=== design 1 ===
$ cat src/rtl/cpu_pkg.sv
// Shared CPU definitions: datapath widths, the default HALT encoding and the
// fetch-stage state encoding.
package cpu_pkg;

  localparam int ADDR_W  = 8;
  localparam int INSTR_W = 8;

  localparam logic [INSTR_W-1:0] HALT_OPCODE_DEF = 8'hFF;

  typedef enum logic {
    ST_RUN    = 1'b0,
    ST_HALTED = 1'b1
  } fetch_state_e;

  // PC advances modulo 2**ADDR_W; the carry out is intentionally dropped.
  function automatic logic [ADDR_W-1:0] pc_incr(input logic [ADDR_W-1:0] pc);
    return pc + ADDR_W'(1);
  endfunction

endpackage

$ cat src/rtl/fetch_unit.sv
// Program counter and fetch stage: drives the instruction memory address and
// captures the returned instruction into a one-entry IF/ID register.
module fetch_unit
  import cpu_pkg::*;
#(
  parameter logic [ADDR_W-1:0]  RESET_PC    = 8'h00,
  parameter logic [INSTR_W-1:0] HALT_OPCODE = HALT_OPCODE_DEF
) (
  input  logic               clk,
  input  logic               rst,
  output logic [ADDR_W-1:0]  imem_pc,
  input  logic [INSTR_W-1:0] imem_instr,
  input  logic               redirect_valid,
  input  logic [ADDR_W-1:0]  redirect_pc,
  output logic               out_valid,
  input  logic               out_ready,
  output logic [INSTR_W-1:0] out_instr,
  output logic [ADDR_W-1:0]  out_pc,
  output logic               halted
);

  fetch_state_e       r_state;
  logic [ADDR_W-1:0]  r_pc;
  logic               r_out_valid;
  logic [INSTR_W-1:0] r_out_instr;
  logic [ADDR_W-1:0]  r_out_pc;

  fetch_state_e       w_state_nxt;
  logic [ADDR_W-1:0]  w_pc_nxt;
  logic               w_out_valid_nxt;
  logic [INSTR_W-1:0] w_out_instr_nxt;
  logic [ADDR_W-1:0]  w_out_pc_nxt;
  logic               w_fetch;

  assign w_fetch = (r_state == ST_RUN) && !redirect_valid && (!r_out_valid || out_ready);

  always_comb begin
    w_state_nxt     = r_state;
    w_pc_nxt        = r_pc;
    w_out_valid_nxt = r_out_valid;
    w_out_instr_nxt = r_out_instr;
    w_out_pc_nxt    = r_out_pc;
    // A redirect flushes the held entry even when decode consumes it this cycle.
    if (redirect_valid) begin
      w_pc_nxt        = redirect_pc;
      w_out_valid_nxt = 1'b0;
      w_state_nxt     = ST_RUN;
    end else if (w_fetch) begin
      w_out_instr_nxt = imem_instr;
      w_out_pc_nxt    = r_pc;
      w_out_valid_nxt = 1'b1;
      if (imem_instr == HALT_OPCODE) begin
        w_state_nxt = ST_HALTED;
      end else begin
        w_pc_nxt = pc_incr(r_pc);
      end
    end else if (r_out_valid && out_ready) begin
      w_out_valid_nxt = 1'b0;
    end
  end

  always_ff @(posedge clk) begin
    if (rst) begin
      r_state     <= ST_RUN;
      r_pc        <= RESET_PC;
      r_out_valid <= 1'b0;
      r_out_instr <= '0;
      r_out_pc    <= '0;
    end else begin
      r_state     <= w_state_nxt;
      r_pc        <= w_pc_nxt;
      r_out_valid <= w_out_valid_nxt;
      r_out_instr <= w_out_instr_nxt;
      r_out_pc    <= w_out_pc_nxt;
    end
  end

  assign imem_pc   = r_pc;
  assign out_valid = r_out_valid;
  assign out_instr = r_out_instr;
  assign out_pc    = r_out_pc;
  assign halted    = (r_state == ST_HALTED);

endmodule

$ cat config.mk
export PLATFORM = sky130hd
export DESIGN_NAME = fetch_unit
export DESIGN_NICKNAME = d
export VERILOG_FILES = /design/src/rtl/cpu_pkg.sv /design/src/rtl/fetch_unit.sv
export SDC_FILE = /design/constraint.sdc
export NUM_CORES = 1
export LEC_CHECK = 0
export ABC_AREA = 1
export CAP_MARGIN = 10
export CORE_MARGIN = 2
export CORE_UTILIZATION = 43
export DETAILED_ROUTE_END_ITERATION = 16
export PLACE_DENSITY = 0.79
export RECOVER_POWER = 100
export SYNTH_ARGS = -nofsm -noshare
export SYNTH_HDL_FRONTEND = slang
export SYNTH_SLANG_ARGS = --single-unit
export TNS_END_PERCENT = 20
$ cat constraint.sdc
create_clock -name clk -period 1.4 [get_ports clk]
set_input_delay 0.28 -clock clk [delete_from_list [all_inputs] [get_ports clk]]
set_output_delay 0.28 -clock clk [all_outputs]
set_load 0.03 [all_outputs]
**Design 1: clock routing**

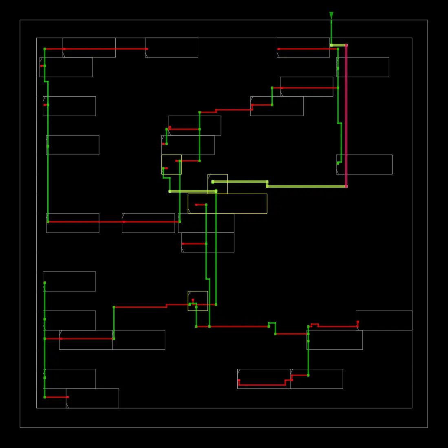
Clock Skews: 0.00154 ns
Clock net power: 0.522 mW
insertion delay to the later sink of the worst-skew pair: 0.32 ns
Inserted Clock Buffers: 3
CTS Sinks: 26

**Design 1: placement by cell class**

(4 px per um)
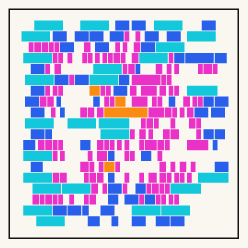
legend:
  orange:
    class: clock drivers and dummy loads
    cells: 4
    share_of_their_area: 3.1%
  magenta:
    class: remaining logic cells
    cells: 140
    share_of_their_area: 37%
  blue:
    class: remaining buffers and delay cells
    cells: 58
    share_of_their_area: 29%
  cyan:
    class: registers
    cells: 26
    share_of_their_area: 31%

==> GITHUB_STEP_SUMMARY <==
## Synthesis and layout report

| Metric | Value |
|---|---|
| Gp weighted congestion | 0.916 |
| Syn_nets | 193 |
| # placed instances | 255 |
| Most common reg cell | dfxtp_1 |
| Share of cell area taken by flip-flops and latches | 0.299 |
| Reg2Reg Depth | 8 |
| Status | complete, no violations |
| Yosys Chip Area | 0.00120 mm^2 |
| Row count | 19 |
| Max VDD drop | 0.791 mV |
| CP delay by family, top | buffers and inverters |
| Met2 Track Usage GR | 0.335 |
| NetSw | 0.544 mW |
| Total power | 1.82 mW |
| Diode count | 0 |
| Syn Inst Count | 172 |
| H-Tree Depth | 1 |
| Maximum capacitance violations | 0 |
| Comb gate area | 598 um^2 |
| First-pass GRT wire length | 5.34 mm |
| Antenna violations before repair | 0 |
| FP Util | 0.444 |
| End of the critical path | out_pc[4] |
| Area Growth Syn to Fin | 46.3% |
| DP Worst Slack | -0.213 ns |
| Buffers, non-clock | 58 |
| Metal-1 WL | 1.50 mm |
| Placeable core area | 0.00271 mm^2 |
| WL per Instance | 12.3 um |
| CP Capture Type | output port |
| Reg2Reg Launch Point | imem_pc[1] |
| Sw frac | 0.299 |
| Cell Pwr Density | 1030 mW/mm^2 |
| CTS tree | built |
| Max Used Layer | met4 |
| Post-synth regs | 26 |
| Most frequent logic cells in the routed design | 48 x nor2_1, 30 x nand2_1, 22 x dfxtp_1 |
| Tcrit/Tclk final | 0.968 |
| Layout Cells excl Fill | 259 |
| Commonest Layout Cell | nor2_1 |
| Clk pwr share | 0.287 |
| Met1 Usage GRT | 0.284 |
## state kept, by name, indices dropped and copies added (netlist names)
signal     cells
out_pc         8
halted         1
out_valid      1
out_instr      8
imem_pc        8
## cell families (layout without fill, tap and decap cells)
group	Yosys count	after routing	share of synthesized area
buf+inv	18	74	0.0728
flops	26	26	0.432
xor+xnor	1	1	0.00728
simple gates	94	94	0.341
fa+ha+maj	1	1	0.0104
compound gates	32	32	0.136
## timing repair
item / 4_1_cts / 5_1_grt
endpoints found under the setup margin: 23 / 20
cloned: 0 / 0
gates resized: 27 / 22

=== design 2 ===
[src/rtl/cordic_div_if.sv]
// Operand/result bundle for the pipelined CORDIC divider.
// The master drives operands and receives quotients; the slave is the divider.
interface cordic_div_if #(
    parameter int WORD_SZ = 20,
    parameter int TAG_W   = 4
);
    logic                      in_valid;
    logic signed [WORD_SZ-1:0] y_in;
    logic signed [WORD_SZ-1:0] x_in;
    logic [TAG_W-1:0]          tag_in;
    logic                      out_valid;
    logic signed [WORD_SZ-1:0] z_out;
    logic [TAG_W-1:0]          tag_out;
    logic                      div_zero;
    logic                      ovf;

    modport master (
        output in_valid, y_in, x_in, tag_in,
        input  out_valid, z_out, tag_out, div_zero, ovf
    );

    modport slave (
        input  in_valid, y_in, x_in, tag_in,
        output out_valid, z_out, tag_out, div_zero, ovf
    );
endinterface

[src/rtl/cordic_div_pipe.sv]
// Pipelined signed linear-mode CORDIC divider z = y/x in Q(FRAC_SZ), one result per clock.
// Works on magnitudes, reapplies the sign at the end; flags divide-by-zero and overflow.
module cordic_div_pipe #(
    parameter int WORD_SZ   = 20,
    parameter int FRAC_SZ   = 16,
    parameter int NUM_STAGE = FRAC_SZ + 1,
    parameter int TAG_W     = 4
) (
    input  logic        clk,
    input  logic        rst,
    cordic_div_if.slave bus
);
    localparam int MW = WORD_SZ + 1;
    localparam int RW = WORD_SZ + 3;
    localparam int ZW = WORD_SZ + 1;
    localparam logic signed [ZW-1:0]      SAT  = (ZW'(1) << (FRAC_SZ + 1)) - ZW'(1);
    localparam logic signed [WORD_SZ-1:0] SATW = WORD_SZ'(SAT);

    if (NUM_STAGE < 4 || NUM_STAGE > FRAC_SZ + 1) begin : g_bad_stage
        $error("cordic_div_pipe: NUM_STAGE must lie in 4..FRAC_SZ+1");
    end

    typedef struct packed {
        logic signed [RW-1:0] r;
        logic signed [ZW-1:0] z;
        logic [MW-1:0]        ax;
        logic                 neg;
        logic                 dzero;
        logic                 ov;
        logic                 ypos;
        logic                 yneg;
        logic [TAG_W-1:0]     tag;
    } stage_t;

    // pipe_q[0] is the input stage, pipe_q[i+1] holds the state after iteration i
    stage_t               pipe_q [NUM_STAGE+1];
    logic [NUM_STAGE+1:0] vld_pipe_q;

    always_ff @(posedge clk) begin
        if (rst) vld_pipe_q <= '0;
        else     vld_pipe_q <= {vld_pipe_q[NUM_STAGE:0], bus.in_valid};
    end

    logic signed [MW-1:0] ys, xs;
    logic [MW-1:0]        ay, ax;
    logic                 dz_in, ov_in;

    // One extra bit keeps |-2^(WORD_SZ-1)| exact
    always_comb begin
        ys    = {bus.y_in[WORD_SZ-1], bus.y_in};
        xs    = {bus.x_in[WORD_SZ-1], bus.x_in};
        ay    = ys[MW-1] ? -ys : ys;
        ax    = xs[MW-1] ? -xs : xs;
        dz_in = (bus.x_in == '0);
        ov_in = !dz_in && ({1'b0, ay} >= {ax, 1'b0});
    end

    always_ff @(posedge clk) begin
        pipe_q[0].r     <= $signed({2'b00, ay});
        pipe_q[0].z     <= '0;
        pipe_q[0].ax    <= ax;
        pipe_q[0].neg   <= bus.y_in[WORD_SZ-1] ^ bus.x_in[WORD_SZ-1];
        pipe_q[0].dzero <= dz_in;
        pipe_q[0].ov    <= ov_in;
        pipe_q[0].ypos  <= !bus.y_in[WORD_SZ-1] && (bus.y_in != '0);
        pipe_q[0].yneg  <= bus.y_in[WORD_SZ-1];
        pipe_q[0].tag   <= bus.tag_in;
    end

    for (genvar i = 0; i < NUM_STAGE; i++) begin : g_stage
        localparam logic signed [ZW-1:0] STEP = $signed(ZW'(1) << (FRAC_SZ - i));
        logic signed [RW-1:0] dx;

        assign dx = $signed({2'b00, pipe_q[i].ax >> i});

        // Non-restoring step: the residual sign picks the direction
        always_ff @(posedge clk) begin
            pipe_q[i+1] <= pipe_q[i];
            if (pipe_q[i].r[RW-1]) begin
                pipe_q[i+1].r <= pipe_q[i].r + dx;
                pipe_q[i+1].z <= pipe_q[i].z - STEP;
            end else begin
                pipe_q[i+1].r <= pipe_q[i].r - dx;
                pipe_q[i+1].z <= pipe_q[i].z + STEP;
            end
        end
    end

    stage_t                    fin;
    logic signed [ZW-1:0]      zc, zres;
    logic signed [WORD_SZ-1:0] z_d;
    logic                      unused_fin;

    assign fin        = pipe_q[NUM_STAGE];
    assign unused_fin = ^{fin.r, fin.ax};

    // Clamp before negating so the two signs stay exact mirrors
    always_comb begin
        zc = fin.z;
        if (fin.z[ZW-1])     zc = '0;
        else if (fin.z > SAT) zc = SAT;
        zres = fin.neg ? -zc : zc;
        z_d  = WORD_SZ'(zres);
        if (fin.dzero)   z_d = fin.ypos ? SATW : (fin.yneg ? -SATW : '0);
        else if (fin.ov) z_d = fin.neg ? -SATW : SATW;
    end

    logic signed [WORD_SZ-1:0] z_q;
    logic [TAG_W-1:0]          tag_q;
    logic                      dz_q, ovf_q;

    always_ff @(posedge clk) begin
        if (rst) begin
            z_q   <= '0;
            tag_q <= '0;
            dz_q  <= 1'b0;
            ovf_q <= 1'b0;
        end else if (vld_pipe_q[NUM_STAGE]) begin
            z_q   <= z_d;
            tag_q <= fin.tag;
            dz_q  <= fin.dzero;
            ovf_q <= fin.ov;
        end
    end

    assign bus.out_valid = vld_pipe_q[NUM_STAGE+1];
    assign bus.z_out     = z_q;
    assign bus.tag_out   = tag_q;
    assign bus.div_zero  = dz_q;
    assign bus.ovf       = ovf_q;
endmodule

[src/flat_wrapper.sv]
// flat-port wrapper written by rule: the top's interface ports become plain ports
module cordic_div_pipe_flat 
#(
    parameter int WORD_SZ   = 20,
    parameter int FRAC_SZ   = 16,
    parameter int NUM_STAGE = FRAC_SZ + 1,
    parameter int TAG_W     = 4
)
  (clk, rst, bus_in_valid, bus_y_in, bus_x_in, bus_tag_in, bus_out_valid, bus_z_out, bus_tag_out, bus_div_zero, bus_ovf);
  cordic_div_if #(.WORD_SZ(WORD_SZ), .TAG_W(TAG_W)) bus_i ();
  input  logic clk;
  input  logic rst;
  input wire logic [$bits(bus_i.in_valid)-1:0] bus_in_valid;
  input wire logic [$bits(bus_i.y_in)-1:0] bus_y_in;
  input wire logic [$bits(bus_i.x_in)-1:0] bus_x_in;
  input wire logic [$bits(bus_i.tag_in)-1:0] bus_tag_in;
  output wire logic [$bits(bus_i.out_valid)-1:0] bus_out_valid;
  output wire logic [$bits(bus_i.z_out)-1:0] bus_z_out;
  output wire logic [$bits(bus_i.tag_out)-1:0] bus_tag_out;
  output wire logic [$bits(bus_i.div_zero)-1:0] bus_div_zero;
  output wire logic [$bits(bus_i.ovf)-1:0] bus_ovf;
  assign bus_i.in_valid = bus_in_valid;
  assign bus_i.y_in = bus_y_in;
  assign bus_i.x_in = bus_x_in;
  assign bus_i.tag_in = bus_tag_in;
  assign bus_out_valid = bus_i.out_valid;
  assign bus_z_out = bus_i.z_out;
  assign bus_tag_out = bus_i.tag_out;
  assign bus_div_zero = bus_i.div_zero;
  assign bus_ovf = bus_i.ovf;
  cordic_div_pipe #(.WORD_SZ(WORD_SZ), .FRAC_SZ(FRAC_SZ), .NUM_STAGE(NUM_STAGE), .TAG_W(TAG_W)) u_core (.clk(clk), .rst(rst), .bus(bus_i));
endmodule
[config.mk]
export PLATFORM = sky130hd
export DESIGN_NAME = cordic_div_pipe_flat
export DESIGN_NICKNAME = d
export VERILOG_FILES = /design/src/rtl/cordic_div_if.sv /design/src/rtl/cordic_div_pipe.sv /design/src/flat_wrapper.sv
export SDC_FILE = /design/constraint.sdc
export NUM_CORES = 2
export LEC_CHECK = 0
export CORE_MARGIN = 2
export CORE_UTILIZATION = 30
export CTS_CLUSTER_DIAMETER = 100
export DETAILED_ROUTE_END_ITERATION = 7
export GPL_ROUTABILITY_DRIVEN = 0
export PLACE_DENSITY = 0.55
export SKIP_CTS_REPAIR_TIMING = 1
export SLEW_MARGIN = 0
export SYNTH_ARGS = -nofsm -noshare
export SYNTH_HDL_FRONTEND = slang
export SYNTH_SLANG_ARGS = --single-unit
[constraint.sdc]
create_clock -name clk -period 5.5 [get_ports clk]
set_clock_uncertainty 0.2 [all_clocks]
set_input_delay 1.1 -clock clk [delete_from_list [all_inputs] [get_ports clk]]
set_output_delay 1.1 -clock clk [all_outputs]
set_load 0.02 [all_outputs]
**Design 2: placement by cell class**

(1 px per um)
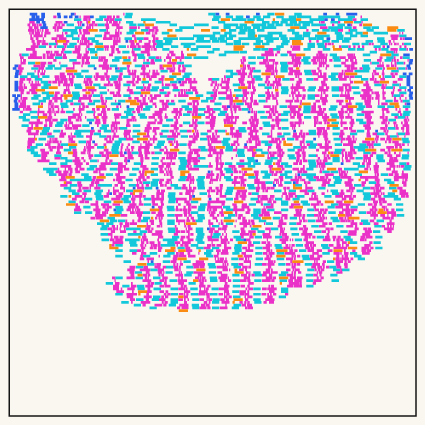
legend:
  magenta:
    class: remaining logic cells
    cells: 4,041
    share_of_their_area: 54%
  blue:
    class: remaining buffers and delay cells
    cells: 109
    share_of_their_area: 1.9%
  orange:
    class: clock drivers and dummy loads
    cells: 190
    share_of_their_area: 6.8%
  cyan:
    class: registers
    cells: 985
    share_of_their_area: 37%
final instance area: 0.0554 mm^2
share of cell area taken by flip-flops and latches: 0.356

**Design 2: metal layers overlaid**

(1 px per um)
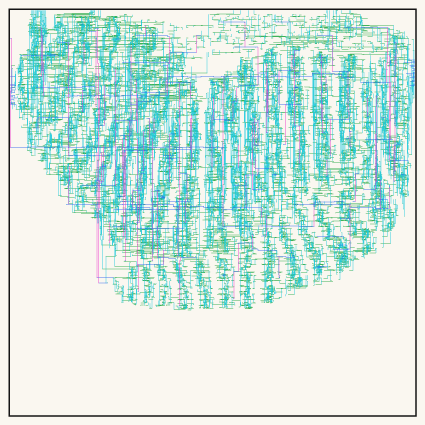
legend:
  cyan:
    layer: M2
    wire_length: 50.1 mm
  magenta:
    layer: M4
    wire_length: 4,600 um
  green:
    layer: M1
    wire_length: 40.6 mm
  blue:
    layer: M3
    wire_length: 2,730 um

## critical path: cells and delay by family (launching register included)
kind	cells	cell delay, ns
buffers and inverters	1	0.38
AND/OR/NAND/NOR	1	0.09
AND-OR/OR-AND	8	1.90
flip-flops	1	0.88
XOR/XNOR	2	0.29
adder cells (fa/ha/maj)	1	0.32
## report_power, final
| group | total (mW) | internal, mW | switching [mW] |
|---|---|---|---|
| sequential | 11.0 | 9.86 | 1.10 |
| combinational | 21.3 | 9.73 | 11.5 |
| clock | 7.29 | 4.36 | 2.93 |
==> GITHUB_STEP_SUMMARY <==
## Synthesis and layout report

| Metric | Value |
|---|---|
| Status | complete, no violations |
| Most frequent logic cells in the routed design | 985 x dfxtp_1, 571 x ha_1, 474 x nor2_1 |
| Max VDD drop | 0.305 mV |
| Comb gate area | 0.0275 mm^2 |
| Flop count | 985 |
| Synthesized-area fraction occupied by adder cells | 0.154 |
| Worst Hold Path Cells | 0 |
| Filler cells | 16,200 |
| WHS Endpoint | u_core.pipe_q[1][79] |
| Clock root buffer | clkbuf_16 |
| Setup WS post-layout | 1.29 ns |
| Antenna violations before repair | 0 |
| Post-synthesis cell area | 0.0483 mm^2 |
| Die area | 0.164 mm^2 |
| Routed Antenna Nets | 0 |
| Metal-1 WL | 40.6 mm |
| Synth warn | 0 |
| Commonest Layout Cell | dfxtp_1 |
| Placed cell areas | 0.0518 mm^2 |
| Clock buffers | 144 |
| Max Used Layer | met4 |
| WL met2 | 50.1 mm |
| Tcrit/Tclk final | 0.765 |
| Asr flop ratio synth | 0 |
| Via count | 34,700 |
| CTS tree | built |
| Buffers, non-clock | 109 |
| Vias in the first global route | 34,800 |
| Final core occ | 0.346 |
| Clk tree area frac | 0.0649 |
| Multi-In Gates | 3,792 |


==> gallery <==
Cell area per tile.
panel A
(6 px per um) 11 x 11 tiles, from black (low) to pale yellow (high), 0 to 100% covered.
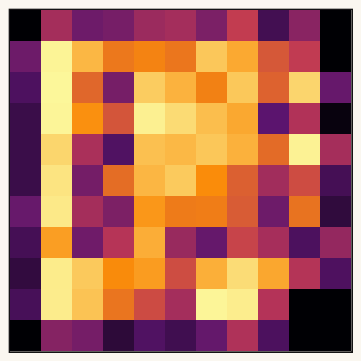
panel B
(1 px per um) 20 x 20 tiles, from black (low) to pale yellow (high), 0 to 100% covered.
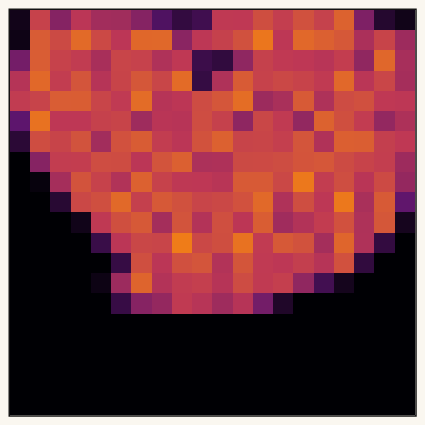
Panel B comes from design 2.
Panel A comes from design 1.
- largest die: panel B
- highest utilization: panel A

Key to panel B:
emptiest ninth of the die: south-east
densest ninth of the die: center
nearly empty tiles: 34%
fullest tile: 70%
mean over tiles: 32%

Power figures rest on the tool's default switching activity, not on a simulated workload.
